# ---- noc_switch_allocator ----
## config.mk

```make
export PLATFORM = sky130hd
export DESIGN_NAME = noc_switch_allocator
export DESIGN_NICKNAME = d
export VERILOG_FILES = /design/src/rtl/noc_switch_allocator_pkg.sv /design/src/rtl/noc_switch_allocator_credit.sv /design/src/rtl/noc_switch_allocator.sv
export SDC_FILE = /design/constraint.sdc
export NUM_CORES = 1
export LEC_CHECK = 0
export ABC_AREA = 1
export CAP_MARGIN = 20
export CORE_ASPECT_RATIO = 1.2
export CORE_MARGIN = 2
export CORE_UTILIZATION = 50
export CTS_CLUSTER_DIAMETER = 30
export CTS_CLUSTER_SIZE = 30
export DETAILED_ROUTE_END_ITERATION = 10
export PLACE_DENSITY = 0.76
export SYNTH_ARGS = -nofsm -noshare
export SYNTH_HDL_FRONTEND = slang
export SYNTH_HIERARCHICAL = 1
export SYNTH_SLANG_ARGS = --single-unit
```

## constraint.sdc

```tcl
create_clock -name clk -period 8.4 [get_ports clk]
set_input_delay 0.84 -clock clk [delete_from_list [all_inputs] [get_ports clk]]
set_output_delay 0.84 -clock clk [all_outputs]
set_load 0.01 [all_outputs]
```

## src/rtl/noc_switch_allocator_pkg.sv

```systemverilog
// Shared constants and helpers for the NoC switch allocator and its credit counters.
package noc_switch_allocator_pkg;

  localparam int PORTS_DEF      = 5;
  localparam int LOG_PORTS_DEF  = 3;
  localparam int CREDIT_MAX_DEF = 4;
  localparam int CREDIT_W_DEF   = 3;

  // Occupied record: full bit at the MSB, owner port number below it.
  localparam int OCCUPIEDS_SIZE   = 1 + LOG_PORTS_DEF;
  localparam int OCCUPIED_IS_FULL = OCCUPIEDS_SIZE - 1;

  typedef enum logic [1:0] {
    CR_HOLD,
    CR_DEC,
    CR_INC,
    CR_BOTH
  } credit_op_e;

  function automatic credit_op_e credit_op(input logic dec, input logic inc);
    case ({dec, inc})
      2'b10:   return CR_DEC;
      2'b01:   return CR_INC;
      2'b11:   return CR_BOTH;
      default: return CR_HOLD;
    endcase
  endfunction

  function automatic int next_port(input int p, input int ports);
    return (p + 1 == ports) ? 0 : p + 1;
  endfunction

endpackage

```

## src/rtl/noc_switch_allocator_credit.sv

```systemverilog
// Per-output downstream credit counter; resets full and saturates at CREDIT_MAX.
module noc_credit_counter
  import noc_switch_allocator_pkg::*;
#(
  parameter int CREDIT_MAX = CREDIT_MAX_DEF,
  parameter int CREDIT_W   = CREDIT_W_DEF
) (
  input  logic clk,
  input  logic rst_n,
  input  logic dec,
  input  logic inc,
  output logic has_credit,
  output logic overflow
);

  localparam logic [CREDIT_W-1:0] MAX_V = CREDIT_W'(CREDIT_MAX);

  logic [CREDIT_W-1:0] cnt_q, cnt_d;

  always_comb begin
    cnt_d    = cnt_q;
    overflow = 1'b0;
    case (credit_op(dec, inc))
      CR_DEC: cnt_d = cnt_q - 1'b1;
      CR_INC: begin
        if (cnt_q == MAX_V) overflow = 1'b1;
        else                cnt_d    = cnt_q + 1'b1;
      end
      default: cnt_d = cnt_q;
    endcase
  end

  always_ff @(posedge clk or negedge rst_n) begin
    if (!rst_n) cnt_q <= MAX_V;
    else        cnt_q <= cnt_d;
  end

  assign has_credit = (cnt_q != '0);

endmodule

```

## src/rtl/noc_switch_allocator.sv

```systemverilog
// Round-robin switch allocator for one VC: wormhole locks, per-output credits,
// zero-cycle grants and registered crossbar selects.
module noc_switch_allocator
  import noc_switch_allocator_pkg::*;
#(
  parameter int PORTS      = PORTS_DEF,
  parameter int LOG_PORTS  = LOG_PORTS_DEF,
  parameter int CREDIT_MAX = CREDIT_MAX_DEF,
  parameter int CREDIT_W   = CREDIT_W_DEF
) (
  input  logic                       clk,
  input  logic                       rst_n,
  input  logic [PORTS-1:0]           req_i,
  input  logic [PORTS*LOG_PORTS-1:0] dst_i,
  input  logic [PORTS-1:0]           tail_i,
  input  logic [PORTS-1:0]           credit_in_i,
  output logic [PORTS-1:0]           grant_o,
  output logic [PORTS*LOG_PORTS-1:0] xbar_sel_o,
  output logic [PORTS-1:0]           xbar_vld_o,
  output logic [PORTS-1:0]           lock_o,
  output logic [PORTS*LOG_PORTS-1:0] lock_owner_o,
  output logic                       credit_err_o
);

  typedef struct packed {
    logic                 full;
    logic [LOG_PORTS-1:0] port_no;
  } occupied_t;

  logic [LOG_PORTS-1:0] dst [PORTS];
  occupied_t            occ_q [PORTS];
  occupied_t            occ_d [PORTS];
  logic [LOG_PORTS-1:0] sel_q [PORTS];
  logic [LOG_PORTS-1:0] sel_d [PORTS];
  logic [LOG_PORTS-1:0] out_src [PORTS];
  logic [PORTS-1:0]     vld_q, vld_d;
  logic [PORTS-1:0]     grant, out_gnt, out_tail;
  logic [PORTS-1:0]     has_credit, overflow;
  logic [LOG_PORTS-1:0] rr_ptr_q, rr_ptr_d;
  logic                 credit_err_q, credit_err_d;

  for (genvar g = 0; g < PORTS; g++) begin : g_port
    assign dst[g]                                   = dst_i[g*LOG_PORTS +: LOG_PORTS];
    assign xbar_sel_o[g*LOG_PORTS +: LOG_PORTS]     = sel_q[g];
    assign lock_owner_o[g*LOG_PORTS +: LOG_PORTS]   = occ_q[g].port_no;
    assign lock_o[g]                                = occ_q[g].full;

    noc_credit_counter #(
      .CREDIT_MAX (CREDIT_MAX),
      .CREDIT_W   (CREDIT_W)
    ) u_cc (
      .clk        (clk),
      .rst_n      (rst_n),
      .dec        (out_gnt[g]),
      .inc        (credit_in_i[g]),
      .has_credit (has_credit[g]),
      .overflow   (overflow[g])
    );
  end

  // Scan inputs from rr_ptr; the first eligible requester of each output wins it.
  always_comb begin : alloc
    logic [LOG_PORTS-1:0] p_idx;
    p_idx    = '0;
    grant    = '0;
    out_gnt  = '0;
    out_tail = '0;
    rr_ptr_d = rr_ptr_q;
    for (int d = 0; d < PORTS; d++) out_src[d] = '0;
    for (int k = 0; k < PORTS; k++) begin
      p_idx = LOG_PORTS'((int'(rr_ptr_q) + k) % PORTS);
      for (int d = 0; d < PORTS; d++) begin
        if (req_i[p_idx] && (dst[p_idx] == LOG_PORTS'(d)) && has_credit[d] &&
            !out_gnt[d] && (!occ_q[d].full || (occ_q[d].port_no == p_idx))) begin
          grant[p_idx] = 1'b1;
          out_gnt[d]   = 1'b1;
          out_src[d]   = p_idx;
          out_tail[d]  = tail_i[p_idx];
          rr_ptr_d     = LOG_PORTS'(next_port(int'(p_idx), PORTS));
        end
      end
    end
  end

  always_comb begin
    vld_d        = out_gnt;
    credit_err_d = credit_err_q | (|overflow);
    for (int d = 0; d < PORTS; d++) begin
      occ_d[d] = occ_q[d];
      sel_d[d] = sel_q[d];
      if (out_gnt[d]) begin
        sel_d[d]         = out_src[d];
        occ_d[d].full    = !out_tail[d];
        occ_d[d].port_no = out_tail[d] ? '0 : out_src[d];
      end
    end
  end

  always_ff @(posedge clk or negedge rst_n) begin
    if (!rst_n) begin
      vld_q        <= '0;
      rr_ptr_q     <= '0;
      credit_err_q <= 1'b0;
      for (int d = 0; d < PORTS; d++) begin
        occ_q[d] <= '0;
        sel_q[d] <= '0;
      end
    end else begin
      vld_q        <= vld_d;
      rr_ptr_q     <= rr_ptr_d;
      credit_err_q <= credit_err_d;
      for (int d = 0; d < PORTS; d++) begin
        occ_q[d] <= occ_d[d];
        sel_q[d] <= sel_d[d];
      end
    end
  end

  // Grants are suppressed the instant reset asserts, independent of the clock.
  assign grant_o      = rst_n ? grant : '0;
  assign xbar_vld_o   = vld_q;
  assign credit_err_o = credit_err_q;

endmodule
```

**noc_switch_allocator: signal wires on met2**

(2 px per um)
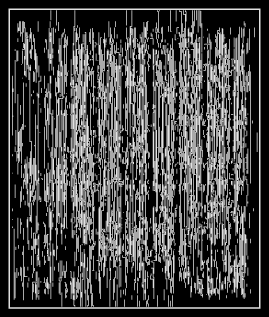
main direction = vertical
nets with wire on the layer = 1256
share of all routed wire = 45%
longest straight run = 62.2 um

**noc_switch_allocator: routing congestion map**

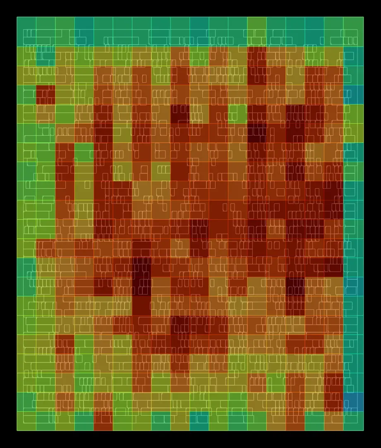
Tot GR Track Use: 0.386
WL/cell: 20.5 um
GR Util met1: 0.475
met2 Usage GRT: 0.620
busiest layer in global routing: met2

==> flow_metrics.py <==
# Physical implementation metrics
metrics = {
    "timing": {
        "timing_max_transition_violations_final": 0,
        "setup_viol": 0,
        "holdWs_ps": 381,
        "hold_viol": 0,
    },
    "finish": {
        "num-nets-final": 1593,
        "utilization": 0.582,
        "nClkBuffers": 9,
        "layout_top_cells": "nand2_1 (481), inv_1 (167), nand3_1 (141), nor2_1 (128)",
        "ff_latch_area_um2": 1480,
    },
    "floorplanning": {
        "num_io_pins": 78,
        "tap_cells": 216,
        "rows": 52,
    },
    "outcome": {
        "status": "finished, final reports clean",
    },
    "worst_setup_path": {
        "critPathMaxFanout": 17,
    },
    "placed_design": {
        "port_buffers": 77,
    },
    "global_routing": {
        "use_met3": 0.0644,
    },
    "yosys": {
        "fp_nets": 1536,
        "synth-edff-count": 0,
    },
    "route": {
        "drt-met1-wl_um": 14000,
    },
}

# ---- bk_nibble_sequencer_flat ----
**bk_nibble_sequencer_flat: layout detail**

Window x 51 to 76, y 22 to 47 um. Cells in grey, sequential cells in the stronger grey; small squares are vias.
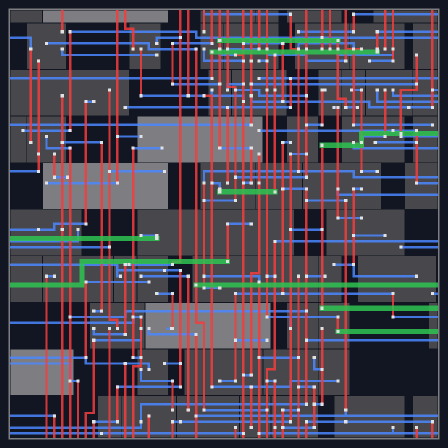
`src/rtl/bk_nibble_sequencer_if.sv`:
```
// Handshake bundle for bk_nibble_sequencer: request side (valid/ready, operands, carry-in),
// result side (valid/ready, sum) and busy. `BK_SEQ_SUB_EN adds the sub select.
interface bk_nibble_sequencer_if #(
  parameter int NIBBLES = 4
);
  localparam int W = 4 * NIBBLES;

  logic         in_valid;
  logic         in_ready;
  logic [W-1:0] a;
  logic [W-1:0] b;
  logic         cin;
  logic         out_valid;
  logic         out_ready;
  logic [W:0]   sum;
  logic         busy;
`ifdef BK_SEQ_SUB_EN
  logic         sub;
`endif

  modport master (
    output in_valid, a, b, cin, out_ready,
    input  in_ready, out_valid, sum, busy
`ifdef BK_SEQ_SUB_EN
    , output sub
`endif
  );

  modport slave (
    input  in_valid, a, b, cin, out_ready,
    output in_ready, out_valid, sum, busy
`ifdef BK_SEQ_SUB_EN
    , input sub
`endif
  );
endinterface

```
`src/rtl/bk_nibble_sequencer.sv`:
```
// Wide adder that reuses one 4-bit Brent-Kung adder, one nibble per clock, LSB first.
// Ports: clk, rst (sync, active-high), bus (slave). Macro BK_SEQ_SUB_EN adds subtract mode.
module Bruent (
  input  logic [3:0] A,
  input  logic [3:0] B,
  input  logic       Cin,
  output logic [4:0] Sum
);
  logic [3:0] g;
  logic [3:0] p;
  logic       g10;
  logic       p10;
  logic       g32;
  logic       p32;
  logic [4:0] c;

  assign g = A & B;
  assign p = A ^ B;

  // Prefix tree: pair groups, then combine with the incoming carry.
  assign g10 = g[1] | (p[1] & g[0]);
  assign p10 = p[1] & p[0];
  assign g32 = g[3] | (p[3] & g[2]);
  assign p32 = p[3] & p[2];

  assign c[0] = Cin;
  assign c[1] = g[0] | (p[0] & Cin);
  assign c[2] = g10 | (p10 & Cin);
  assign c[3] = g[2] | (p[2] & c[2]);
  assign c[4] = g32 | (p32 & c[2]);

  assign Sum = {c[4], p ^ c[3:0]};
endmodule

module bk_nibble_sequencer #(
  parameter int NIBBLES = 4
) (
  input logic clk,
  input logic rst,
  bk_nibble_sequencer_if.slave bus
);
  localparam int W  = 4 * NIBBLES;
  localparam int IW = (NIBBLES > 1) ? $clog2(NIBBLES) : 1;

  typedef enum logic [1:0] {
    IDLE,
    RUN,
    DONE
  } state_t;

  state_t         state;
  state_t         state_nx;
  logic [W-1:0]   a_r;
  logic [W-1:0]   b_r;
  logic [W-1:0]   res;
  logic [W-1:0]   res_nx;
  logic           carry_r;
  logic [IW-1:0]  idx;
  logic [W:0]     sum_r;
  logic [IW+1:0]  base;
  logic [3:0]     add_a;
  logic [3:0]     add_b;
  logic [4:0]     add_s;
  logic           last;
  logic           in_ready;
  logic           out_valid;
  logic           busy;
`ifdef BK_SEQ_SUB_EN
  logic           sub_r;
`endif

  assign base = {idx, 2'b00};
  assign last = (idx == IW'(NIBBLES - 1));

  always_comb begin
    add_a = a_r[base +: 4];
    add_b = b_r[base +: 4];
`ifdef BK_SEQ_SUB_EN
    if (sub_r) add_b = ~add_b;
`endif
    res_nx = res;
    res_nx[base +: 4] = add_s[3:0];
  end

  Bruent u_add (
    .A   (add_a),
    .B   (add_b),
    .Cin (carry_r),
    .Sum (add_s)
  );

  always_comb begin
    state_nx  = state;
    in_ready  = 1'b0;
    out_valid = 1'b0;
    busy      = 1'b0;
    unique case (state)
      IDLE: begin
        in_ready = 1'b1;
        if (bus.in_valid) state_nx = RUN;
      end
      RUN: begin
        busy = 1'b1;
        if (last) state_nx = DONE;
      end
      DONE: begin
        out_valid = 1'b1;
        if (bus.out_ready) state_nx = IDLE;
      end
      default: state_nx = IDLE;
    endcase
  end

  always_ff @(posedge clk) begin
    if (rst) begin
      state   <= IDLE;
      a_r     <= '0;
      b_r     <= '0;
      res     <= '0;
      carry_r <= 1'b0;
      idx     <= '0;
      sum_r   <= '0;
`ifdef BK_SEQ_SUB_EN
      sub_r   <= 1'b0;
`endif
    end else begin
      state <= state_nx;
      if (state == IDLE && bus.in_valid) begin
        a_r <= bus.a;
        b_r <= bus.b;
        idx <= '0;
`ifdef BK_SEQ_SUB_EN
        sub_r   <= bus.sub;
        // Two's complement: invert B per nibble, seed carry with 1.
        carry_r <= bus.sub ? 1'b1 : bus.cin;
`else
        carry_r <= bus.cin;
`endif
      end else if (state == RUN) begin
        res     <= res_nx;
        carry_r <= add_s[4];
        if (last) sum_r <= {add_s[4], res_nx};
        else      idx   <= idx + 1'b1;
      end
    end
  end

  assign bus.in_ready  = in_ready;
  assign bus.out_valid = out_valid;
  assign bus.busy      = busy;
  assign bus.sum       = sum_r;
endmodule

```
`src/flat_wrapper.sv`:
```
// flat-port wrapper written by rule: the top's interface ports become plain ports
module bk_nibble_sequencer_flat 
#(
  parameter int NIBBLES = 4
)
  (clk, rst, bus_in_valid, bus_a, bus_b, bus_cin, bus_out_ready, bus_in_ready, bus_out_valid, bus_sum, bus_busy);
  bk_nibble_sequencer_if #(.NIBBLES(NIBBLES)) bus_i ();
  input logic clk;
  input logic rst;
  input wire logic [$bits(bus_i.in_valid)-1:0] bus_in_valid;
  input wire logic [$bits(bus_i.a)-1:0] bus_a;
  input wire logic [$bits(bus_i.b)-1:0] bus_b;
  input wire logic [$bits(bus_i.cin)-1:0] bus_cin;
  input wire logic [$bits(bus_i.out_ready)-1:0] bus_out_ready;
  output wire logic [$bits(bus_i.in_ready)-1:0] bus_in_ready;
  output wire logic [$bits(bus_i.out_valid)-1:0] bus_out_valid;
  output wire logic [$bits(bus_i.sum)-1:0] bus_sum;
  output wire logic [$bits(bus_i.busy)-1:0] bus_busy;
  assign bus_i.in_valid = bus_in_valid;
  assign bus_i.a = bus_a;
  assign bus_i.b = bus_b;
  assign bus_i.cin = bus_cin;
  assign bus_i.out_ready = bus_out_ready;
  assign bus_in_ready = bus_i.in_ready;
  assign bus_out_valid = bus_i.out_valid;
  assign bus_sum = bus_i.sum;
  assign bus_busy = bus_i.busy;
  bk_nibble_sequencer #(.NIBBLES(NIBBLES)) u_core (.clk(clk), .rst(rst), .bus(bus_i));
endmodule
```
`config.mk`:
```
export PLATFORM = sky130hd
export DESIGN_NAME = bk_nibble_sequencer_flat
export DESIGN_NICKNAME = d
export VERILOG_FILES = /design/src/rtl/bk_nibble_sequencer_if.sv /design/src/rtl/bk_nibble_sequencer.sv /design/src/flat_wrapper.sv
export SDC_FILE = /design/constraint.sdc
export NUM_CORES = 1
export LEC_CHECK = 0
export CAP_MARGIN = 40
export CORE_ASPECT_RATIO = 0.5
export CORE_MARGIN = 5
export CORE_UTILIZATION = 46
export DETAILED_ROUTE_END_ITERATION = 12
export GPL_ROUTABILITY_DRIVEN = 0
export GPL_TIMING_DRIVEN = 0
export PLACE_DENSITY_LB_ADDON = 0.2
export SYNTH_ARGS = -nofsm -noshare
export SYNTH_HDL_FRONTEND = slang
export SYNTH_SLANG_ARGS = --single-unit
```
`constraint.sdc`:
```
create_clock -name clk -period 3.6 [get_ports clk]
set_input_delay 0.36 -clock clk [delete_from_list [all_inputs] [get_ports clk]]
set_output_delay 0.36 -clock clk [all_outputs]
set_load 0.05 [all_outputs]
```
==> flow_metrics.py <==
# Physical implementation metrics
metrics = {
    "yosys": {
        "avgSynthCellArea_um2": 9.28,
        "synth-edff-count": 0,
        "ys_sh_aoi": 0.190,
    },
    "finish": {
        "clkCellAreaFrac": 0.0765,
        "design_area_um2": 4120,
    },
    "outcome": {
        "status": "finished, final reports clean",
    },
    "clock_tree": {
        "cts_resized": 0,
        "cts_max_level": 3,
        "cts_buffer_depth": 2,
    },
    "timing": {
        "setup_viol": 0,
        "hold_viol": 0,
    },
    "worst_setup_path": {
        "path_class": "flop to flop",
        "slowest_stage": "mux4_2",
        "crit_arrival_ps": 3670,
    },
    "power": {
        "switching_share": 0.240,
        "peakVddDrop_mv": 0.250,
    },
    "global_routing": {
        "grt_pass1_vias": 2738,
        "antenna_found_initial": 0,
    },
    "placed_design": {
        "port_buffers": 55,
    },
}
About 'layout detail' of bk_nibble_sequencer_flat:
met3 -> green
met1 -> blue
met2 -> red
cells with their middle in the window = 47
sequential cells in the window = 4
netlist names of flops here include = u_core.idx (2)
most frequent = buf_2 (5), ha_1 (5)


# ---- dmem_access_unit ----
**dmem_access_unit: layout detail**

Window x 42 to 67, y 69 to 94 um. Cells in grey, sequential cells in the stronger grey; small squares are vias.
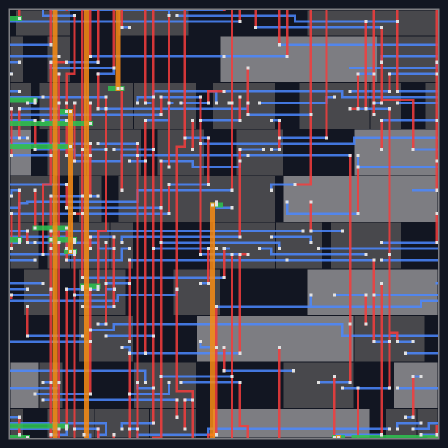
**dmem_access_unit: register map, names as in the netlist**

(2 px per um) Other sequential cells in the stronger grey, the rest of the logic in the fainter grey.
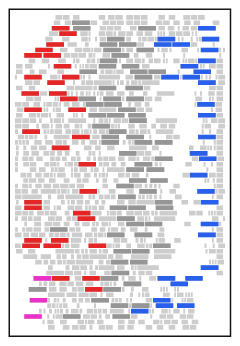
**dmem_access_unit: sizing map**

(3 px per um)
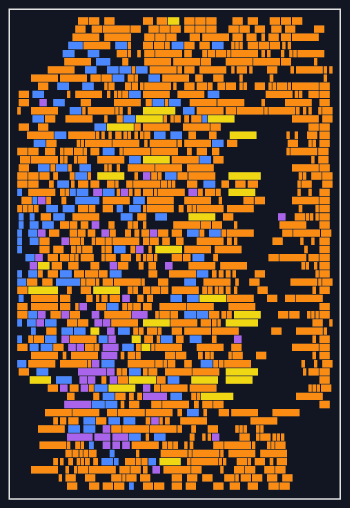
## config.mk

```make
export PLATFORM = sky130hd
export DESIGN_NAME = dmem_access_unit
export DESIGN_NICKNAME = d
export VERILOG_FILES = /design/src/rtl/dmem_access_pkg.sv /design/src/rtl/dmem_lane_fmt.sv /design/src/rtl/dmem_access_unit.sv
export SDC_FILE = /design/constraint.sdc
export NUM_CORES = 1
export LEC_CHECK = 0
export CAP_MARGIN = 0
export CORE_ASPECT_RATIO = 1.5
export CORE_MARGIN = 2
export CORE_UTILIZATION = 45
export DETAILED_ROUTE_END_ITERATION = 6
export HOLD_SLACK_MARGIN = 0.15
export PLACE_DENSITY = 0.78
export SLEW_MARGIN = 0
export SYNTH_ARGS = -nofsm -noshare
export SYNTH_HDL_FRONTEND = slang
export SYNTH_SLANG_ARGS = --single-unit
```

## constraint.sdc

```tcl
create_clock -name clk -period 4.6 [get_ports clk]
set_input_delay 1.38 -clock clk [delete_from_list [all_inputs] [get_ports clk]]
set_output_delay 1.38 -clock clk [all_outputs]
set_load 0.005 [all_outputs]
```

## src/rtl/dmem_access_pkg.sv

```systemverilog
// Shared types for the data-memory access unit: access sizes, FSM states,
// the default IO select bit and the alignment rule.
package dmem_access_pkg;

  localparam int unsigned IO_BIT_DEFAULT = 31;

  typedef enum logic [1:0] {
    SZ_BYTE     = 2'd0,
    SZ_HALF     = 2'd1,
    SZ_WORD     = 2'd2,
    SZ_WORD_ALT = 2'd3
  } size_e;

  typedef enum logic [2:0] {
    ST_IDLE,
    ST_RD,
    ST_RD_DATA,
    ST_MERGE,
    ST_WR,
    ST_MISALIGN
  } state_e;

  // Encoding 3 behaves as a word, so anything that is not byte/half needs a word boundary.
  function automatic logic is_misaligned(input size_e sz, input logic [1:0] lane);
    case (sz)
      SZ_BYTE: return 1'b0;
      SZ_HALF: return lane[0];
      default: return lane != 2'b00;
    endcase
  endfunction

endpackage

```

## src/rtl/dmem_lane_fmt.sv

```systemverilog
// Combinational byte-lane handling: extracts/extends load data from a word
// and merges a byte/half store into an old word (little-endian lanes).
module dmem_lane_fmt
  import dmem_access_pkg::*;
(
  input  size_e       size,
  input  logic [1:0]  lane,
  input  logic        sign_ext,
  input  logic [31:0] old_word,
  input  logic [31:0] new_data,
  output logic [31:0] load_value,
  output logic [31:0] merged_word
);

  logic [31:0] shifted;

  always_comb begin
    shifted     = old_word >> {lane, 3'b000};
    load_value  = old_word;
    merged_word = old_word;
    case (size)
      SZ_BYTE: begin
        load_value = {{24{sign_ext & shifted[7]}}, shifted[7:0]};
        case (lane)
          2'd0:    merged_word[7:0]   = new_data[7:0];
          2'd1:    merged_word[15:8]  = new_data[7:0];
          2'd2:    merged_word[23:16] = new_data[7:0];
          default: merged_word[31:24] = new_data[7:0];
        endcase
      end
      SZ_HALF: begin
        load_value = {{16{sign_ext & shifted[15]}}, shifted[15:0]};
        if (lane[1]) begin
          merged_word[31:16] = new_data[15:0];
        end else begin
          merged_word[15:0] = new_data[15:0];
        end
      end
      default: begin
        load_value  = old_word;
        merged_word = new_data;
      end
    endcase
  end

endmodule

```

## src/rtl/dmem_access_unit.sv

```systemverilog
// Load/store controller between the MEM stage and a word-wide DMEM with one
// cycle read latency; does RMW for sub-word RAM stores and load formatting.
module dmem_access_unit
  import dmem_access_pkg::*;
#(
  parameter int unsigned IO_BIT = IO_BIT_DEFAULT
) (
  input  logic        clk,
  input  logic        rst_n,
  input  logic        req,
  input  logic        is_store,
  input  logic [1:0]  size,
  input  logic        sign_ext,
  input  logic [31:0] addr,
  input  logic [31:0] store_data,
  output logic        busy,
  output logic        done,
  output logic [31:0] load_data,
  output logic        misalign,
  output logic        dmem_we,
  output logic [31:0] dmem_ask_addr,
  output logic [31:0] dmem_fetch_addr,
  output logic [31:0] dmem_wdata,
  input  logic [31:0] dmem_rdata
);

  state_e      state_q, state_d;
  size_e       size_q, size_d;
  logic [1:0]  lane_q, lane_d;
  logic        sign_q, sign_d;
  logic        store_q, store_d;
  logic [31:0] data_q, data_d;
  logic [31:0] old_q, old_d;
  logic [31:0] wdata_q, wdata_d;
  logic [31:0] ask_q, ask_d;

  size_e       req_size;
  logic        req_word;
  logic        req_io;
  logic [31:0] fmt_old;
  logic [31:0] fmt_load;
  logic [31:0] fmt_merged;

  assign req_size = size_e'(size);
  assign req_word = size[1];
  assign req_io   = addr[IO_BIT];

  // Loads format live read data; the merge step works from the captured old word.
  assign fmt_old = (state_q == ST_MERGE) ? old_q : dmem_rdata;

  dmem_lane_fmt u_lane_fmt (
    .size       (size_q),
    .lane       (lane_q),
    .sign_ext   (sign_q),
    .old_word   (fmt_old),
    .new_data   (data_q),
    .load_value (fmt_load),
    .merged_word(fmt_merged)
  );

  always_comb begin
    state_d = state_q;
    size_d  = size_q;
    lane_d  = lane_q;
    sign_d  = sign_q;
    store_d = store_q;
    data_d  = data_q;
    old_d   = old_q;
    wdata_d = wdata_q;
    ask_d   = ask_q;
    case (state_q)
      ST_IDLE: begin
        if (req) begin
          size_d  = req_size;
          lane_d  = addr[1:0];
          sign_d  = sign_ext;
          store_d = is_store;
          data_d  = store_data;
          if (is_misaligned(req_size, addr[1:0])) begin
            state_d = ST_MISALIGN;
          end else begin
            ask_d   = {addr[31:2], 2'b00};
            wdata_d = store_data;
            state_d = (is_store && (req_word || req_io)) ? ST_WR : ST_RD;
          end
        end
      end
      ST_RD: state_d = ST_RD_DATA;
      ST_RD_DATA: begin
        if (store_q) begin
          old_d   = dmem_rdata;
          state_d = ST_MERGE;
        end else begin
          state_d = ST_IDLE;
        end
      end
      ST_MERGE: begin
        wdata_d = fmt_merged;
        state_d = ST_WR;
      end
      ST_WR:       state_d = ST_IDLE;
      ST_MISALIGN: state_d = ST_IDLE;
      default:     state_d = ST_IDLE;
    endcase
  end

  always_ff @(posedge clk or negedge rst_n) begin
    if (!rst_n) begin
      state_q <= ST_IDLE;
      size_q  <= SZ_BYTE;
      lane_q  <= 2'b00;
      sign_q  <= 1'b0;
      store_q <= 1'b0;
      data_q  <= '0;
      old_q   <= '0;
      wdata_q <= '0;
      ask_q   <= '0;
    end else begin
      state_q <= state_d;
      size_q  <= size_d;
      lane_q  <= lane_d;
      sign_q  <= sign_d;
      store_q <= store_d;
      data_q  <= data_d;
      old_q   <= old_d;
      wdata_q <= wdata_d;
      ask_q   <= ask_d;
    end
  end

  assign busy            = (state_q != ST_IDLE);
  assign misalign        = (state_q == ST_MISALIGN);
  assign dmem_we         = (state_q == ST_WR);
  assign done            = (state_q == ST_WR) || (state_q == ST_MISALIGN) ||
                           ((state_q == ST_RD_DATA) && !store_q);
  assign load_data       = ((state_q == ST_RD_DATA) && !store_q) ? fmt_load : '0;
  assign dmem_ask_addr   = ask_q;
  assign dmem_fetch_addr = ask_q;
  assign dmem_wdata      = wdata_q;

endmodule

```

==> flow_metrics.py <==
# Physical implementation metrics
metrics = {
    "outcome": {
        "status": "finished, final reports clean",
    },
    "finish": {
        "antenna_cells": 1,
        "fill_cells": 1366,
        "design_area_um2": 10600,
        "buf_share": 0.246,
        "logic_gate_count": 538,
    },
    "clock_tree": {
        "cts_resized": 75,
        "root_buffer": "clkbuf_16",
    },
    "power": {
        "p_comb_frac": 0.453,
        "p_int_mw": 4.54,
        "seq_power_mw": 2.36,
    },
    "timing": {
        "max_slew_margin": 0.295,
    },
    "yosys": {
        "most_common_cell": "nand2_1",
        "netlist.area_leader.share": 0.447,
        "yosys-top-cells-area": "dfrtp_1 (45%), mux2_2 (13%), nand2_1 (8.2%), mux2i_1 (4.6%), buf_4 (3.6%)",
        "synth-xor-area-share": 0,
    },
    "worst_setup_path": {
        "path_class": "input port to output port",
        "worst_r2r_path_depth": 6,
        "worstSetupPathDepth": 5,
    },
    "global_routing": {
        "grt_max_degree": 114,
        "grt-ovfl-total": 0,
    },
    "floorplanning": {
        "fp_util": 0.455,
        "num_io_pins": 235,
    },
    "placed_design": {
        "hpwlAfterDp_um": 16900,
        "port_buffers": 230,
    },
    "hold_path": {
        "hp-start": "dmem_wdata[31]$_DFFE_PN0P_",
    },
}
About 'layout detail' of dmem_access_unit:
met3 -> green
met1 -> blue
met2 -> red
met4 -> orange
sequential cells in the window = 6
netlist names of flops here include = data_q (6)
cells with their middle in the window = 45
most frequent = dfrtp_1 (6), nor2_1 (5), mux2_2 (5)

About 'register map, names as in the netlist' of dmem_access_unit:
state_q -> magenta  # sequential cells 3
old_q -> red  # sequential cells 32
dmem_ask_addr -> blue  # sequential cells 30, where a vertical strip on the right

About 'sizing map' of dmem_access_unit:
drive 2 -> blue  # cells 127
drive 6 and up -> yellow  # cells 30
drive 1 or less -> orange  # cells 769
drive 3 to 4 -> purple  # cells 55


# ---- issue_rat_freelist ----
**issue_rat_freelist: layout detail**

Window x 137 to 162, y 137 to 162 um. Cells in grey, sequential cells in the stronger grey; small squares are vias.
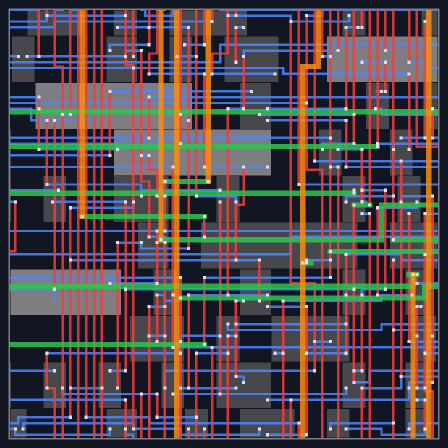
## src/rtl/issue_rat_freelist.sv

```systemverilog
// Circular free list of physical register indices for the rename stage.
// It has one allocation pop and two push ports (release and abandon), and a free-bitmap shadow that flags double frees.
module issue_rat_freelist #(
    parameter int PRF_WIDTH = 6,
    parameter int ARF_COUNT = 32
) (
    input  logic                 clk,
    input  logic                 reset,
    output logic                 o_alloc_valid,
    input  logic                 i_alloc_ready,
    output logic [PRF_WIDTH-1:0] o_alloc_prf,
    input  logic                 i_abandoned_valid,
    output logic                 o_abandoned_ready,
    input  logic [PRF_WIDTH-1:0] i_abandoned_prf,
    input  logic                 i_release_valid,
    output logic                 o_release_ready,
    input  logic [PRF_WIDTH-1:0] i_release_prf,
    output logic [PRF_WIDTH:0]   o_count,
    output logic                 o_error
);

    localparam int PRF_COUNT = 1 << PRF_WIDTH;
    localparam logic [PRF_WIDTH:0] FULL_COUNT  = (PRF_WIDTH+1)'(PRF_COUNT);
    localparam logic [PRF_WIDTH:0] INIT_COUNT  = (PRF_WIDTH+1)'(PRF_COUNT - ARF_COUNT);

    logic [PRF_WIDTH-1:0] mem_q [PRF_COUNT];
    logic [PRF_WIDTH:0]   rd_ptr_q, rd_ptr_d;
    logic [PRF_WIDTH:0]   wr_ptr_q, wr_ptr_d;
    logic [PRF_COUNT-1:0] free_q, free_d;
    logic                 error_q, error_d;

    logic [PRF_WIDTH:0]   count;
    logic                 pop;
    logic                 rel_fire;
    logic                 ab_fire;
    logic [PRF_WIDTH-1:0] rel_addr;
    logic [PRF_WIDTH-1:0] ab_addr;
    logic                 dup_free;

    // Readiness depends on the registered count only, so a same-cycle pop never opens a slot.
    assign count             = wr_ptr_q - rd_ptr_q;
    assign o_count           = count;
    assign o_alloc_valid     = (count != '0);
    assign o_alloc_prf       = mem_q[rd_ptr_q[PRF_WIDTH-1:0]];
    assign o_release_ready   = (count != FULL_COUNT);
    assign o_abandoned_ready = (count < (FULL_COUNT - 1'b1));
    assign o_error           = error_q;

    assign pop      = o_alloc_valid & i_alloc_ready;
    assign rel_fire = i_release_valid & o_release_ready;
    assign ab_fire  = i_abandoned_valid & o_abandoned_ready;
    assign rel_addr = wr_ptr_q[PRF_WIDTH-1:0];
    assign ab_addr  = wr_ptr_q[PRF_WIDTH-1:0] + PRF_WIDTH'(rel_fire);

    assign dup_free = (rel_fire & free_q[i_release_prf])
                    | (ab_fire & (free_q[i_abandoned_prf]
                                  | (rel_fire & (i_release_prf == i_abandoned_prf))));

    // The pop clears its bit before the pushes set theirs, so a push always leaves its PRF marked free.
    always_comb begin
        rd_ptr_d = rd_ptr_q + (PRF_WIDTH+1)'(pop);
        wr_ptr_d = wr_ptr_q + (PRF_WIDTH+1)'(rel_fire) + (PRF_WIDTH+1)'(ab_fire);
        free_d   = free_q;
        if (pop)      free_d[o_alloc_prf]     = 1'b0;
        if (rel_fire) free_d[i_release_prf]   = 1'b1;
        if (ab_fire)  free_d[i_abandoned_prf] = 1'b1;
        error_d  = error_q | dup_free;
    end

    always_ff @(posedge clk or negedge reset) begin
        if (!reset) begin
            for (int k = 0; k < PRF_COUNT; k++) begin
                mem_q[k]  <= (k < PRF_COUNT - ARF_COUNT) ? PRF_WIDTH'(ARF_COUNT + k) : '0;
                free_q[k] <= (k >= ARF_COUNT);
            end
            rd_ptr_q <= '0;
            wr_ptr_q <= INIT_COUNT;
            error_q  <= 1'b0;
        end else begin
            rd_ptr_q <= rd_ptr_d;
            wr_ptr_q <= wr_ptr_d;
            free_q   <= free_d;
            error_q  <= error_d;
            if (rel_fire) mem_q[rel_addr] <= i_release_prf;
            if (ab_fire)  mem_q[ab_addr]  <= i_abandoned_prf;
        end
    end

endmodule

```

## config.mk

```make
export PLATFORM = sky130hd
export DESIGN_NAME = issue_rat_freelist
export DESIGN_NICKNAME = d
export VERILOG_FILES = /design/src/rtl/issue_rat_freelist.sv
export SDC_FILE = /design/constraint.sdc
export NUM_CORES = 1
export LEC_CHECK = 0
export ABC_AREA = 1
export CELL_PAD_IN_SITES_DETAIL_PLACEMENT = 2
export CELL_PAD_IN_SITES_GLOBAL_PLACEMENT = 2
export CORE_MARGIN = 2
export CORE_UTILIZATION = 38
export DETAILED_ROUTE_END_ITERATION = 8
export PLACE_DENSITY_LB_ADDON = 0.1
export RECOVER_POWER = 100
export SYNTH_ARGS = -nofsm -noshare
export SYNTH_HDL_FRONTEND = slang
export SYNTH_SLANG_ARGS = --single-unit
```

## constraint.sdc

```tcl
create_clock -name clk -period 8.16 [get_ports clk]
set_input_delay 2.448 -clock clk [delete_from_list [all_inputs] [get_ports clk]]
set_output_delay 2.448 -clock clk [all_outputs]
set_load 0.05 [all_outputs]
```

==> flow_metrics.py <==
# Physical implementation metrics
metrics = {
    "yosys": {
        "fp_nets": 5373,
        "async_reset_ff_frac": 1.00,
    },
    "route": {
        "route.detailed.drc": 0,
        "viasPerCell": 5.52,
    },
    "outcome": {
        "status": "finished, violations left",
        "violations": "capacitance limit, slew limit",
    },
    "power": {
        "p_leak_nw": 19.9,
    },
    "global_routing": {
        "met1_usage": 0.460,
    },
    "finish": {
        "ff_latch_area_um2": 11800,
        "layout_top_cells": "nand2_1 (2043), inv_1 (766), nor2_1 (712), o21ai_0 (384), nand3_1 (342)",
        "fill_cells": 10841,
        "num-nets-final": 5244,
    },
    "floorplanning": {
        "fp_util": 0.382,
    },
    "job": {
        "maxCapViolCount": 2,
    },
    "placed_design": {
        "hpwlAfterDp_um": 99100,
    },
    "timing": {
        "timing_max_transition_violations_final": 119,
    },
}
Notes on 'layout detail' of issue_rat_freelist above:
met1 -> blue
met2 -> red
met4 -> orange
met3 -> green
cells with their middle in the window = 45
netlist names of flops here include = wr_ptr_q (3), mem_q (1)
most frequent = nand2_1 (10), nand3_1 (7)
sequential cells in the window = 4


# ---- buzz_arbiter ----
**buzz_arbiter: signal wires on met2**

(6 px per um)
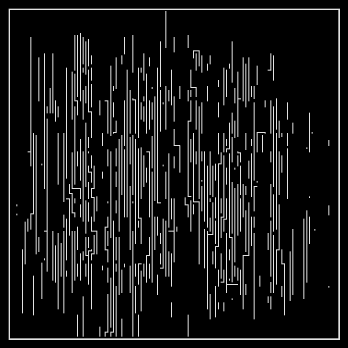
**buzz_arbiter: routing congestion map**

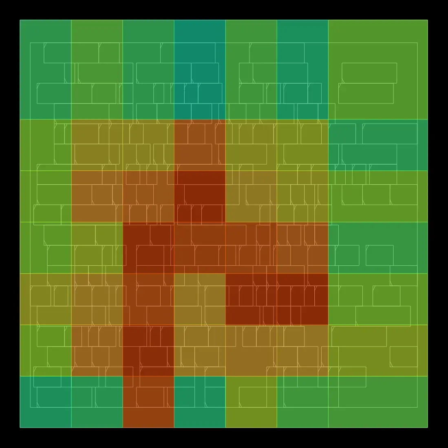
**src/rtl/buzz_arbiter.sv**
```systemverilog
// Two-player buzz-in arbiter: grants the answer path, runs the answer time limit,
// applies HP damage from checker verdicts and declares the game winner.
module buzz_arbiter #(
  parameter int unsigned TIMEOUT_CYC = 1000,
  parameter int unsigned HP_INIT     = 3,
  parameter int unsigned HP_W        = 2
) (
  input  logic            CLK,
  input  logic            RST,
  input  logic            START,
  input  logic [1:0]      BUZZ,
  input  logic [1:0]      SUBMIT,
  input  logic            RESULT_VALID,
  input  logic            RESULT_OK,
  output logic [1:0]      GRANT,
  output logic            CHECK_REQ,
  output logic            TIMEOUT,
  output logic [1:0]      LOCKOUT,
  output logic [HP_W-1:0] HP0,
  output logic [HP_W-1:0] HP1,
  output logic [2:0]      STATE,
  output logic [1:0]      WINNER
);

  localparam int unsigned TW = $clog2(TIMEOUT_CYC);

  typedef enum logic [2:0] {
    S_IDLE     = 3'd0,
    S_OPEN     = 3'd1,
    S_ANSWER   = 3'd2,
    S_CHECK    = 3'd3,
    S_DONE     = 3'd4,
    S_GAMEOVER = 3'd5
  } state_t;

  state_t          state_q, state_d;
  logic [1:0]      grant_q, grant_d;
  logic            check_req_q, check_req_d;
  logic            timeout_q, timeout_d;
  logic [1:0]      lockout_q, lockout_d;
  logic [HP_W-1:0] hp_q [2];
  logic [HP_W-1:0] hp_d [2];
  logic [1:0]      winner_q, winner_d;
  logic [TW-1:0]   timer_q, timer_d;
  logic            prio_q, prio_d;

  logic            owner;
  logic            pick;
  logic [1:0]      valid_buzz;
  logic            apply_wrong, apply_correct;

  function automatic logic [HP_W-1:0] sat_dec(input logic [HP_W-1:0] v);
    return (v == '0) ? '0 : v - 1'b1;
  endfunction

  assign owner      = grant_q[1];
  assign valid_buzz = BUZZ & ~lockout_q;

  always_comb begin
    state_d       = state_q;
    grant_d       = grant_q;
    check_req_d   = 1'b0;
    timeout_d     = 1'b0;
    lockout_d     = lockout_q;
    hp_d[0]       = hp_q[0];
    hp_d[1]       = hp_q[1];
    winner_d      = winner_q;
    timer_d       = timer_q;
    prio_d        = prio_q;
    pick          = 1'b0;
    apply_wrong   = 1'b0;
    apply_correct = 1'b0;

    case (state_q)
      S_IDLE: begin
        if (START) begin
          state_d   = S_OPEN;
          lockout_d = '0;
        end
      end
      S_OPEN: begin
        if (valid_buzz != 2'b00) begin
          pick      = (valid_buzz == 2'b11) ? prio_q : valid_buzz[1];
          grant_d   = pick ? 2'b10 : 2'b01;
          prio_d    = ~pick;
          timer_d   = TW'(TIMEOUT_CYC - 1);
          state_d   = S_ANSWER;
        end
      end
      S_ANSWER: begin
        if (SUBMIT[owner]) begin
          state_d     = S_CHECK;
          check_req_d = 1'b1;
        end else if (timer_q == '0) begin
          timeout_d   = 1'b1;
          apply_wrong = 1'b1;
        end else begin
          timer_d = timer_q - 1'b1;
        end
      end
      S_CHECK: begin
        if (RESULT_VALID) begin
          apply_correct = RESULT_OK;
          apply_wrong   = ~RESULT_OK;
        end
      end
      S_DONE:     state_d = S_IDLE;
      S_GAMEOVER: state_d = S_GAMEOVER;
      default:    state_d = S_IDLE;
    endcase

    // Verdict handling shared by a checker "wrong" and an answer timeout.
    if (apply_correct) begin
      hp_d[~owner] = sat_dec(hp_q[~owner]);
      grant_d      = '0;
      if (hp_d[~owner] == '0) begin
        state_d  = S_GAMEOVER;
        winner_d = grant_q;
      end else begin
        state_d = S_DONE;
      end
    end else if (apply_wrong) begin
      hp_d[owner]      = sat_dec(hp_q[owner]);
      lockout_d[owner] = 1'b1;
      grant_d          = '0;
      if (hp_d[owner] == '0) begin
        state_d  = S_GAMEOVER;
        winner_d = ~grant_q;
      end else if (lockout_q[~owner]) begin
        state_d = S_DONE;
      end else begin
        state_d = S_OPEN;
      end
    end
  end

  always_ff @(posedge CLK) begin
    if (RST) begin
      state_q     <= S_IDLE;
      grant_q     <= '0;
      check_req_q <= 1'b0;
      timeout_q   <= 1'b0;
      lockout_q   <= '0;
      hp_q[0]     <= HP_W'(HP_INIT);
      hp_q[1]     <= HP_W'(HP_INIT);
      winner_q    <= '0;
      timer_q     <= '0;
      prio_q      <= 1'b0;
    end else begin
      state_q     <= state_d;
      grant_q     <= grant_d;
      check_req_q <= check_req_d;
      timeout_q   <= timeout_d;
      lockout_q   <= lockout_d;
      hp_q[0]     <= hp_d[0];
      hp_q[1]     <= hp_d[1];
      winner_q    <= winner_d;
      timer_q     <= timer_d;
      prio_q      <= prio_d;
    end
  end

  assign GRANT     = grant_q;
  assign CHECK_REQ = check_req_q;
  assign TIMEOUT   = timeout_q;
  assign LOCKOUT   = lockout_q;
  assign HP0       = hp_q[0];
  assign HP1       = hp_q[1];
  assign STATE     = state_q;
  assign WINNER    = winner_q;

endmodule

```
**config.mk**
```make
export PLATFORM = sky130hd
export DESIGN_NAME = buzz_arbiter
export DESIGN_NICKNAME = d
export VERILOG_FILES = /design/src/rtl/buzz_arbiter.sv
export SDC_FILE = /design/constraint.sdc
export NUM_CORES = 1
export LEC_CHECK = 0
export CORE_UTILIZATION = 57
export DETAILED_ROUTE_END_ITERATION = 8
export PLACE_DENSITY = 0.84
export SLEW_MARGIN = 5
export SYNTH_ARGS = -nofsm -noshare
export SYNTH_HDL_FRONTEND = slang
export SYNTH_SLANG_ARGS = --single-unit
```
**constraint.sdc**
```tcl
create_clock -name CLK -period 3.2 [get_ports CLK]
set_input_delay 0.48 -clock CLK [delete_from_list [all_inputs] [get_ports CLK]]
set_output_delay 0.48 -clock CLK [all_outputs]
set_load 0.05 [all_outputs]
```
==> flow_metrics.py <==
# Physical implementation metrics
metrics = {
    "placed_design": {
        "place_inst": 224,
        "hpwlAfterDp_um": 2860,
        "placed_area_um2": 1770,
    },
    "floorplanning": {
        "tap_cells": 30,
        "fp_util": 0.623,
        "fp.dieW_um": 54.7,
    },
    "finish": {
        "inverters": 7,
    },
    "clock_tree": {
        "numCtsBuffers": 3,
        "post-cts-setup-buffers": 0,
        "cts.sink_count": 27,
    },
    "timing": {
        "setup_viol": 0,
        "timing_max_transition_violations_final": 0,
        "holdWs_ps": 484,
        "hold_viol": 0,
    },
    "yosys": {
        "synth_flops": 27,
        "synthMuxAreaShare": 0.0189,
        "top_area_cell": "dfxtp_1",
        "yosysUniqueCellTypes": 53,
        "synth-xor-area-share": 0.0387,
    },
    "global_routing": {
        "grt_max_degree": 25,
    },
    "route": {
        "drtIter0Drc": 41,
    },
    "power": {
        "maxPowerGroup": "sequential cells",
    },
    "hold_path": {
        "hold_class": "flop to flop",
    },
    "worst_setup_path": {
        "crit_path_start_kind": "flop",
        "crit_arrival_ps": 1940,
    },
    "outcome": {
        "status": "finished, final reports clean",
    },
}
About 'signal wires on met2' of buzz_arbiter:
nets with wire on the layer = 184
longest straight run = 25.3 um

About 'routing congestion map' of buzz_arbiter:
met2 Usage GRT: 0.464
final core utilization: 0.708
Tot GR Track Use: 0.289
WL/cell: 17.2 um
busiest layer in global routing: met2


# ---- btn_event_arbiter_flat ----
`config.mk`:
```
export PLATFORM = sky130hd
export DESIGN_NAME = btn_event_arbiter_flat
export DESIGN_NICKNAME = d
export VERILOG_FILES = /design/src/rtl/btn_event_arbiter_if.sv /design/src/rtl/btn_event_arbiter.sv /design/src/flat_wrapper.sv
export SDC_FILE = /design/constraint.sdc
export NUM_CORES = 1
export LEC_CHECK = 0
export ABC_CLOCK_PERIOD_IN_PS = 2280
export CORE_AREA = 2 2 49 51
export DETAILED_ROUTE_END_ITERATION = 8
export DIE_AREA = 0 0 51 53
export GPL_TIMING_DRIVEN = 0
export HOLD_SLACK_MARGIN = 0.06
export PLACE_DENSITY_LB_ADDON = 0.1
export SLEW_MARGIN = 30
export SYNTH_ARGS = -nofsm -noshare
export SYNTH_HDL_FRONTEND = slang
export SYNTH_SLANG_ARGS = --single-unit
```
`constraint.sdc`:
```
create_clock -name clk -period 2.28 [get_ports clk]
set_input_delay 0.342 -clock clk [delete_from_list [all_inputs] [get_ports clk]]
set_output_delay 0.342 -clock clk [all_outputs]
set_load 0.05 [all_outputs]
```
`src/rtl/btn_event_arbiter_if.sv`:
```
// Event handshake between the button arbiter (master) and its consumer (slave).
interface btn_event_arbiter_if #(
  parameter int ID_W = 2
) ();
  logic            evt_valid;
  logic [ID_W-1:0] evt_id;
  logic            evt_ready;

  modport master (output evt_valid, output evt_id, input evt_ready);
  modport slave  (input evt_valid, input evt_id, output evt_ready);
endinterface

```
`src/rtl/btn_event_arbiter.sv`:
```
// Turns debounced button presses into single queued events, granted round-robin.
// Optional hold-to-repeat edges are enabled by defining BTN_AUTO_REPEAT_EN.
module btn_event_arbiter #(
  parameter int N_BTN         = 4,
  parameter int ID_W          = 2,
  parameter int REPEAT_DELAY  = 50000000,
  parameter int REPEAT_PERIOD = 10000000
) (
  input  logic                clk,
  input  logic                rst_n,
  input  logic [N_BTN-1:0]    btn_db_i,
  btn_event_arbiter_if.master evt_if,
  output logic                ovf_o,
  input  logic                ovf_clr_i
);

  logic [N_BTN-1:0] dly_q;
  logic [N_BTN-1:0] pending_q, pending_d;
  logic [N_BTN-1:0] rise_w, syn_w, grant_w, drop_w;
  logic             evt_valid_q, evt_valid_d;
  logic [ID_W-1:0]  evt_id_q, evt_id_d;
  logic [ID_W-1:0]  last_grant_q, last_grant_d;
  logic             ovf_q, ovf_d;
  logic             load_w, found_w;
  logic [ID_W-1:0]  winner_w;

  // The output slot frees in the same cycle it is accepted.
  assign load_w = ~evt_valid_q | evt_if.evt_ready;

  always_comb begin
    int idx;
    found_w  = 1'b0;
    winner_w = '0;
    idx      = 0;
    for (int off = 1; off <= N_BTN; off++) begin
      idx = int'(last_grant_q) + off;
      if (idx >= N_BTN) idx = idx - N_BTN;
      if (!found_w && pending_q[idx]) begin
        found_w  = 1'b1;
        winner_w = ID_W'(idx);
      end
    end
  end

`ifdef BTN_AUTO_REPEAT_EN
  localparam int MAX_CNT = (REPEAT_DELAY > REPEAT_PERIOD) ? REPEAT_DELAY : REPEAT_PERIOD;
  localparam int CNT_W   = $clog2(MAX_CNT + 1);

  genvar gi;
  generate
    for (gi = 0; gi < N_BTN; gi++) begin : g_repeat
      logic [CNT_W-1:0] cnt_q, cnt_d;
      logic             rep_q, rep_d;
      logic             fire_w;

      // rep_q selects the shorter period once the first repeat has fired.
      assign fire_w = btn_db_i[gi] &
                      (rep_q ? (cnt_q == CNT_W'(REPEAT_PERIOD)) : (cnt_q == CNT_W'(REPEAT_DELAY)));

      always_comb begin
        cnt_d = cnt_q;
        rep_d = rep_q;
        if (!btn_db_i[gi]) begin
          cnt_d = '0;
          rep_d = 1'b0;
        end else if (fire_w) begin
          cnt_d = CNT_W'(1);
          rep_d = 1'b1;
        end else begin
          cnt_d = cnt_q + CNT_W'(1);
        end
      end

      always_ff @(posedge clk or negedge rst_n) begin
        if (!rst_n) begin
          cnt_q <= '0;
          rep_q <= 1'b0;
        end else begin
          cnt_q <= cnt_d;
          rep_q <= rep_d;
        end
      end

      assign syn_w[gi] = fire_w;
    end
  endgenerate
`else
  assign syn_w = '0;
  if (REPEAT_DELAY < 1 || REPEAT_PERIOD < 1) begin : g_repeat_cfg_unused
  end
`endif

  genvar gj;
  generate
    for (gj = 0; gj < N_BTN; gj++) begin : g_btn
      assign rise_w[gj]    = (btn_db_i[gj] & ~dly_q[gj]) | syn_w[gj];
      assign grant_w[gj]   = load_w & found_w & (winner_w == ID_W'(gj));
      // A same-cycle grant frees the slot, so the new press re-queues instead of dropping.
      assign drop_w[gj]    = rise_w[gj] & pending_q[gj] & ~grant_w[gj];
      assign pending_d[gj] = rise_w[gj] | (pending_q[gj] & ~grant_w[gj]);
    end
  endgenerate

  always_comb begin
    evt_valid_d  = evt_valid_q;
    evt_id_d     = evt_id_q;
    last_grant_d = last_grant_q;
    if (load_w) begin
      evt_valid_d = found_w;
      if (found_w) begin
        evt_id_d     = winner_w;
        last_grant_d = winner_w;
      end
    end
  end

  assign ovf_d = ovf_clr_i ? 1'b0 : (ovf_q | (|drop_w));

  always_ff @(posedge clk or negedge rst_n) begin
    if (!rst_n) begin
      dly_q        <= '0;
      pending_q    <= '0;
      evt_valid_q  <= 1'b0;
      evt_id_q     <= '0;
      last_grant_q <= ID_W'(N_BTN - 1);
      ovf_q        <= 1'b0;
    end else begin
      dly_q        <= btn_db_i;
      pending_q    <= pending_d;
      evt_valid_q  <= evt_valid_d;
      evt_id_q     <= evt_id_d;
      last_grant_q <= last_grant_d;
      ovf_q        <= ovf_d;
    end
  end

  assign evt_if.evt_valid = evt_valid_q;
  assign evt_if.evt_id    = evt_id_q;
  assign ovf_o            = ovf_q;

endmodule

```
`src/flat_wrapper.sv`:
```
// flat-port wrapper written by rule: the top's interface ports become plain ports
module btn_event_arbiter_flat 
#(
  parameter int N_BTN         = 4,
  parameter int ID_W          = 2,
  parameter int REPEAT_DELAY  = 50000000,
  parameter int REPEAT_PERIOD = 10000000
)
  (clk, rst_n, btn_db_i, ovf_o, ovf_clr_i, evt_if_evt_valid, evt_if_evt_id, evt_if_evt_ready);
  btn_event_arbiter_if #(.ID_W(ID_W)) evt_if_i ();
  input  logic clk;
  input  logic rst_n;
  input  logic [N_BTN-1:0] btn_db_i;
  output logic ovf_o;
  input  logic ovf_clr_i;
  output wire logic [$bits(evt_if_i.evt_valid)-1:0] evt_if_evt_valid;
  output wire logic [$bits(evt_if_i.evt_id)-1:0] evt_if_evt_id;
  input wire logic [$bits(evt_if_i.evt_ready)-1:0] evt_if_evt_ready;
  assign evt_if_evt_valid = evt_if_i.evt_valid;
  assign evt_if_evt_id = evt_if_i.evt_id;
  assign evt_if_i.evt_ready = evt_if_evt_ready;
  btn_event_arbiter #(.N_BTN(N_BTN), .ID_W(ID_W), .REPEAT_DELAY(REPEAT_DELAY), .REPEAT_PERIOD(REPEAT_PERIOD)) u_core (.clk(clk), .rst_n(rst_n), .btn_db_i(btn_db_i), .evt_if(evt_if_i), .ovf_o(ovf_o), .ovf_clr_i(ovf_clr_i));
endmodule
```
**btn_event_arbiter_flat: sizing map**

(10 px per um)
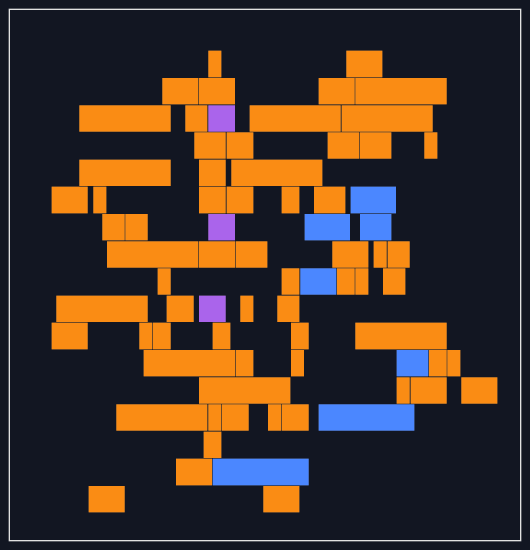
drive 3 to 4 -> purple  # cells 3
drive 1 or less -> orange  # cells 65
drive 2 -> blue  # cells 7

==> flow_metrics.py <==
# Physical implementation metrics
metrics = {
    "clock_tree": {
        "cts.sink_count": 14,
        "numCtsBuffers": 3,
    },
    "outcome": {
        "status": "finished, final reports clean",
    },
    "timing": {
        "fin_tns_setup_ps": 0,
        "max_slew_margin": 0.588,
        "holdWs_ps": 432,
    },
    "global_routing": {
        "grt_pass1_vias": 475,
        "antenna_found_initial": 0,
    },
    "route": {
        "wl_met3_um": 47,
        "drt-met1-wl_um": 595,
    },
    "yosys": {
        "ys_seq_frac": 0.543,
    },
    "power": {
        "maxPowerGroup": "combinational logic",
        "pg_clk_mw": 0.144,
    },
    "finish": {
        "drive_gt1_frac": 0.133,
        "comb_area_um2": 267,
        "seq_cells": 14,
    },
    "worst_setup_path": {
        "crit_chain": "clkdlybuf4s50_1",
        "critPathMaxFanout": 3,
    },
    "placed_design": {
        "placed_area_um2": 795,
    },
}


==> screenshots <==
Register map, names as in the netlist.
image #1
(2 px per um) Other sequential cells in the stronger grey, the rest of the logic in the fainter grey.
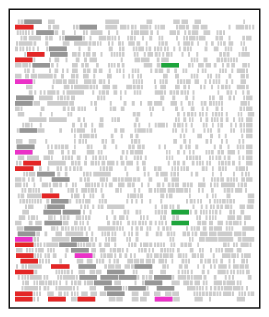
image #2
(1 px per um) Other sequential cells in the stronger grey, the rest of the logic in the fainter grey.
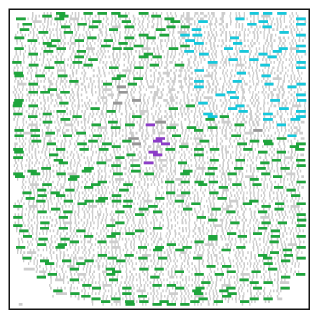
image #3
(8 px per um) Other sequential cells in the stronger grey, the rest of the logic in the fainter grey.
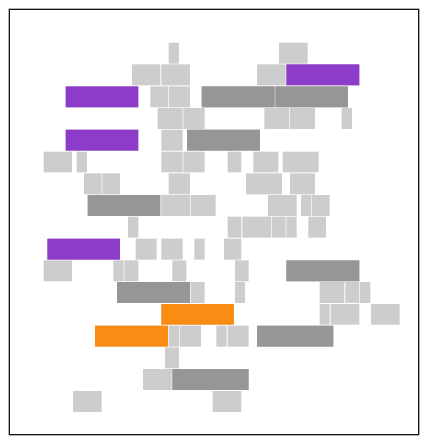
image #4
(4 px per um) Other sequential cells in the stronger grey, the rest of the logic in the fainter grey.
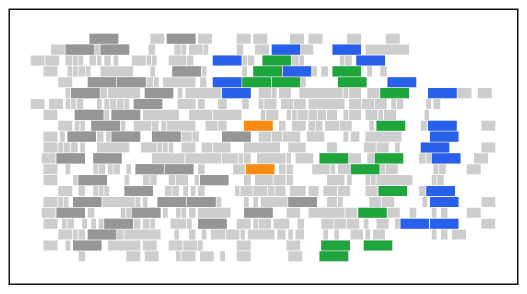
image #5
(6 px per um) Other sequential cells in the stronger grey, the rest of the logic in the fainter grey.
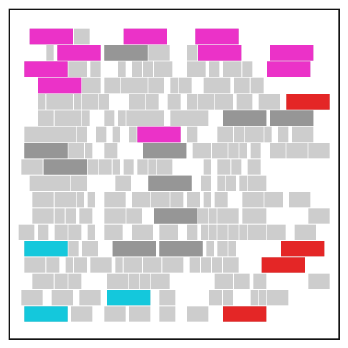
| from | picture |
|---|---|
| noc_switch_allocator | image #1 |
| bk_nibble_sequencer_flat | image #4 |
| buzz_arbiter | image #5 |
| issue_rat_freelist | image #2 |
| btn_event_arbiter_flat | image #3 |

Power and IR drop assume default switching activity.
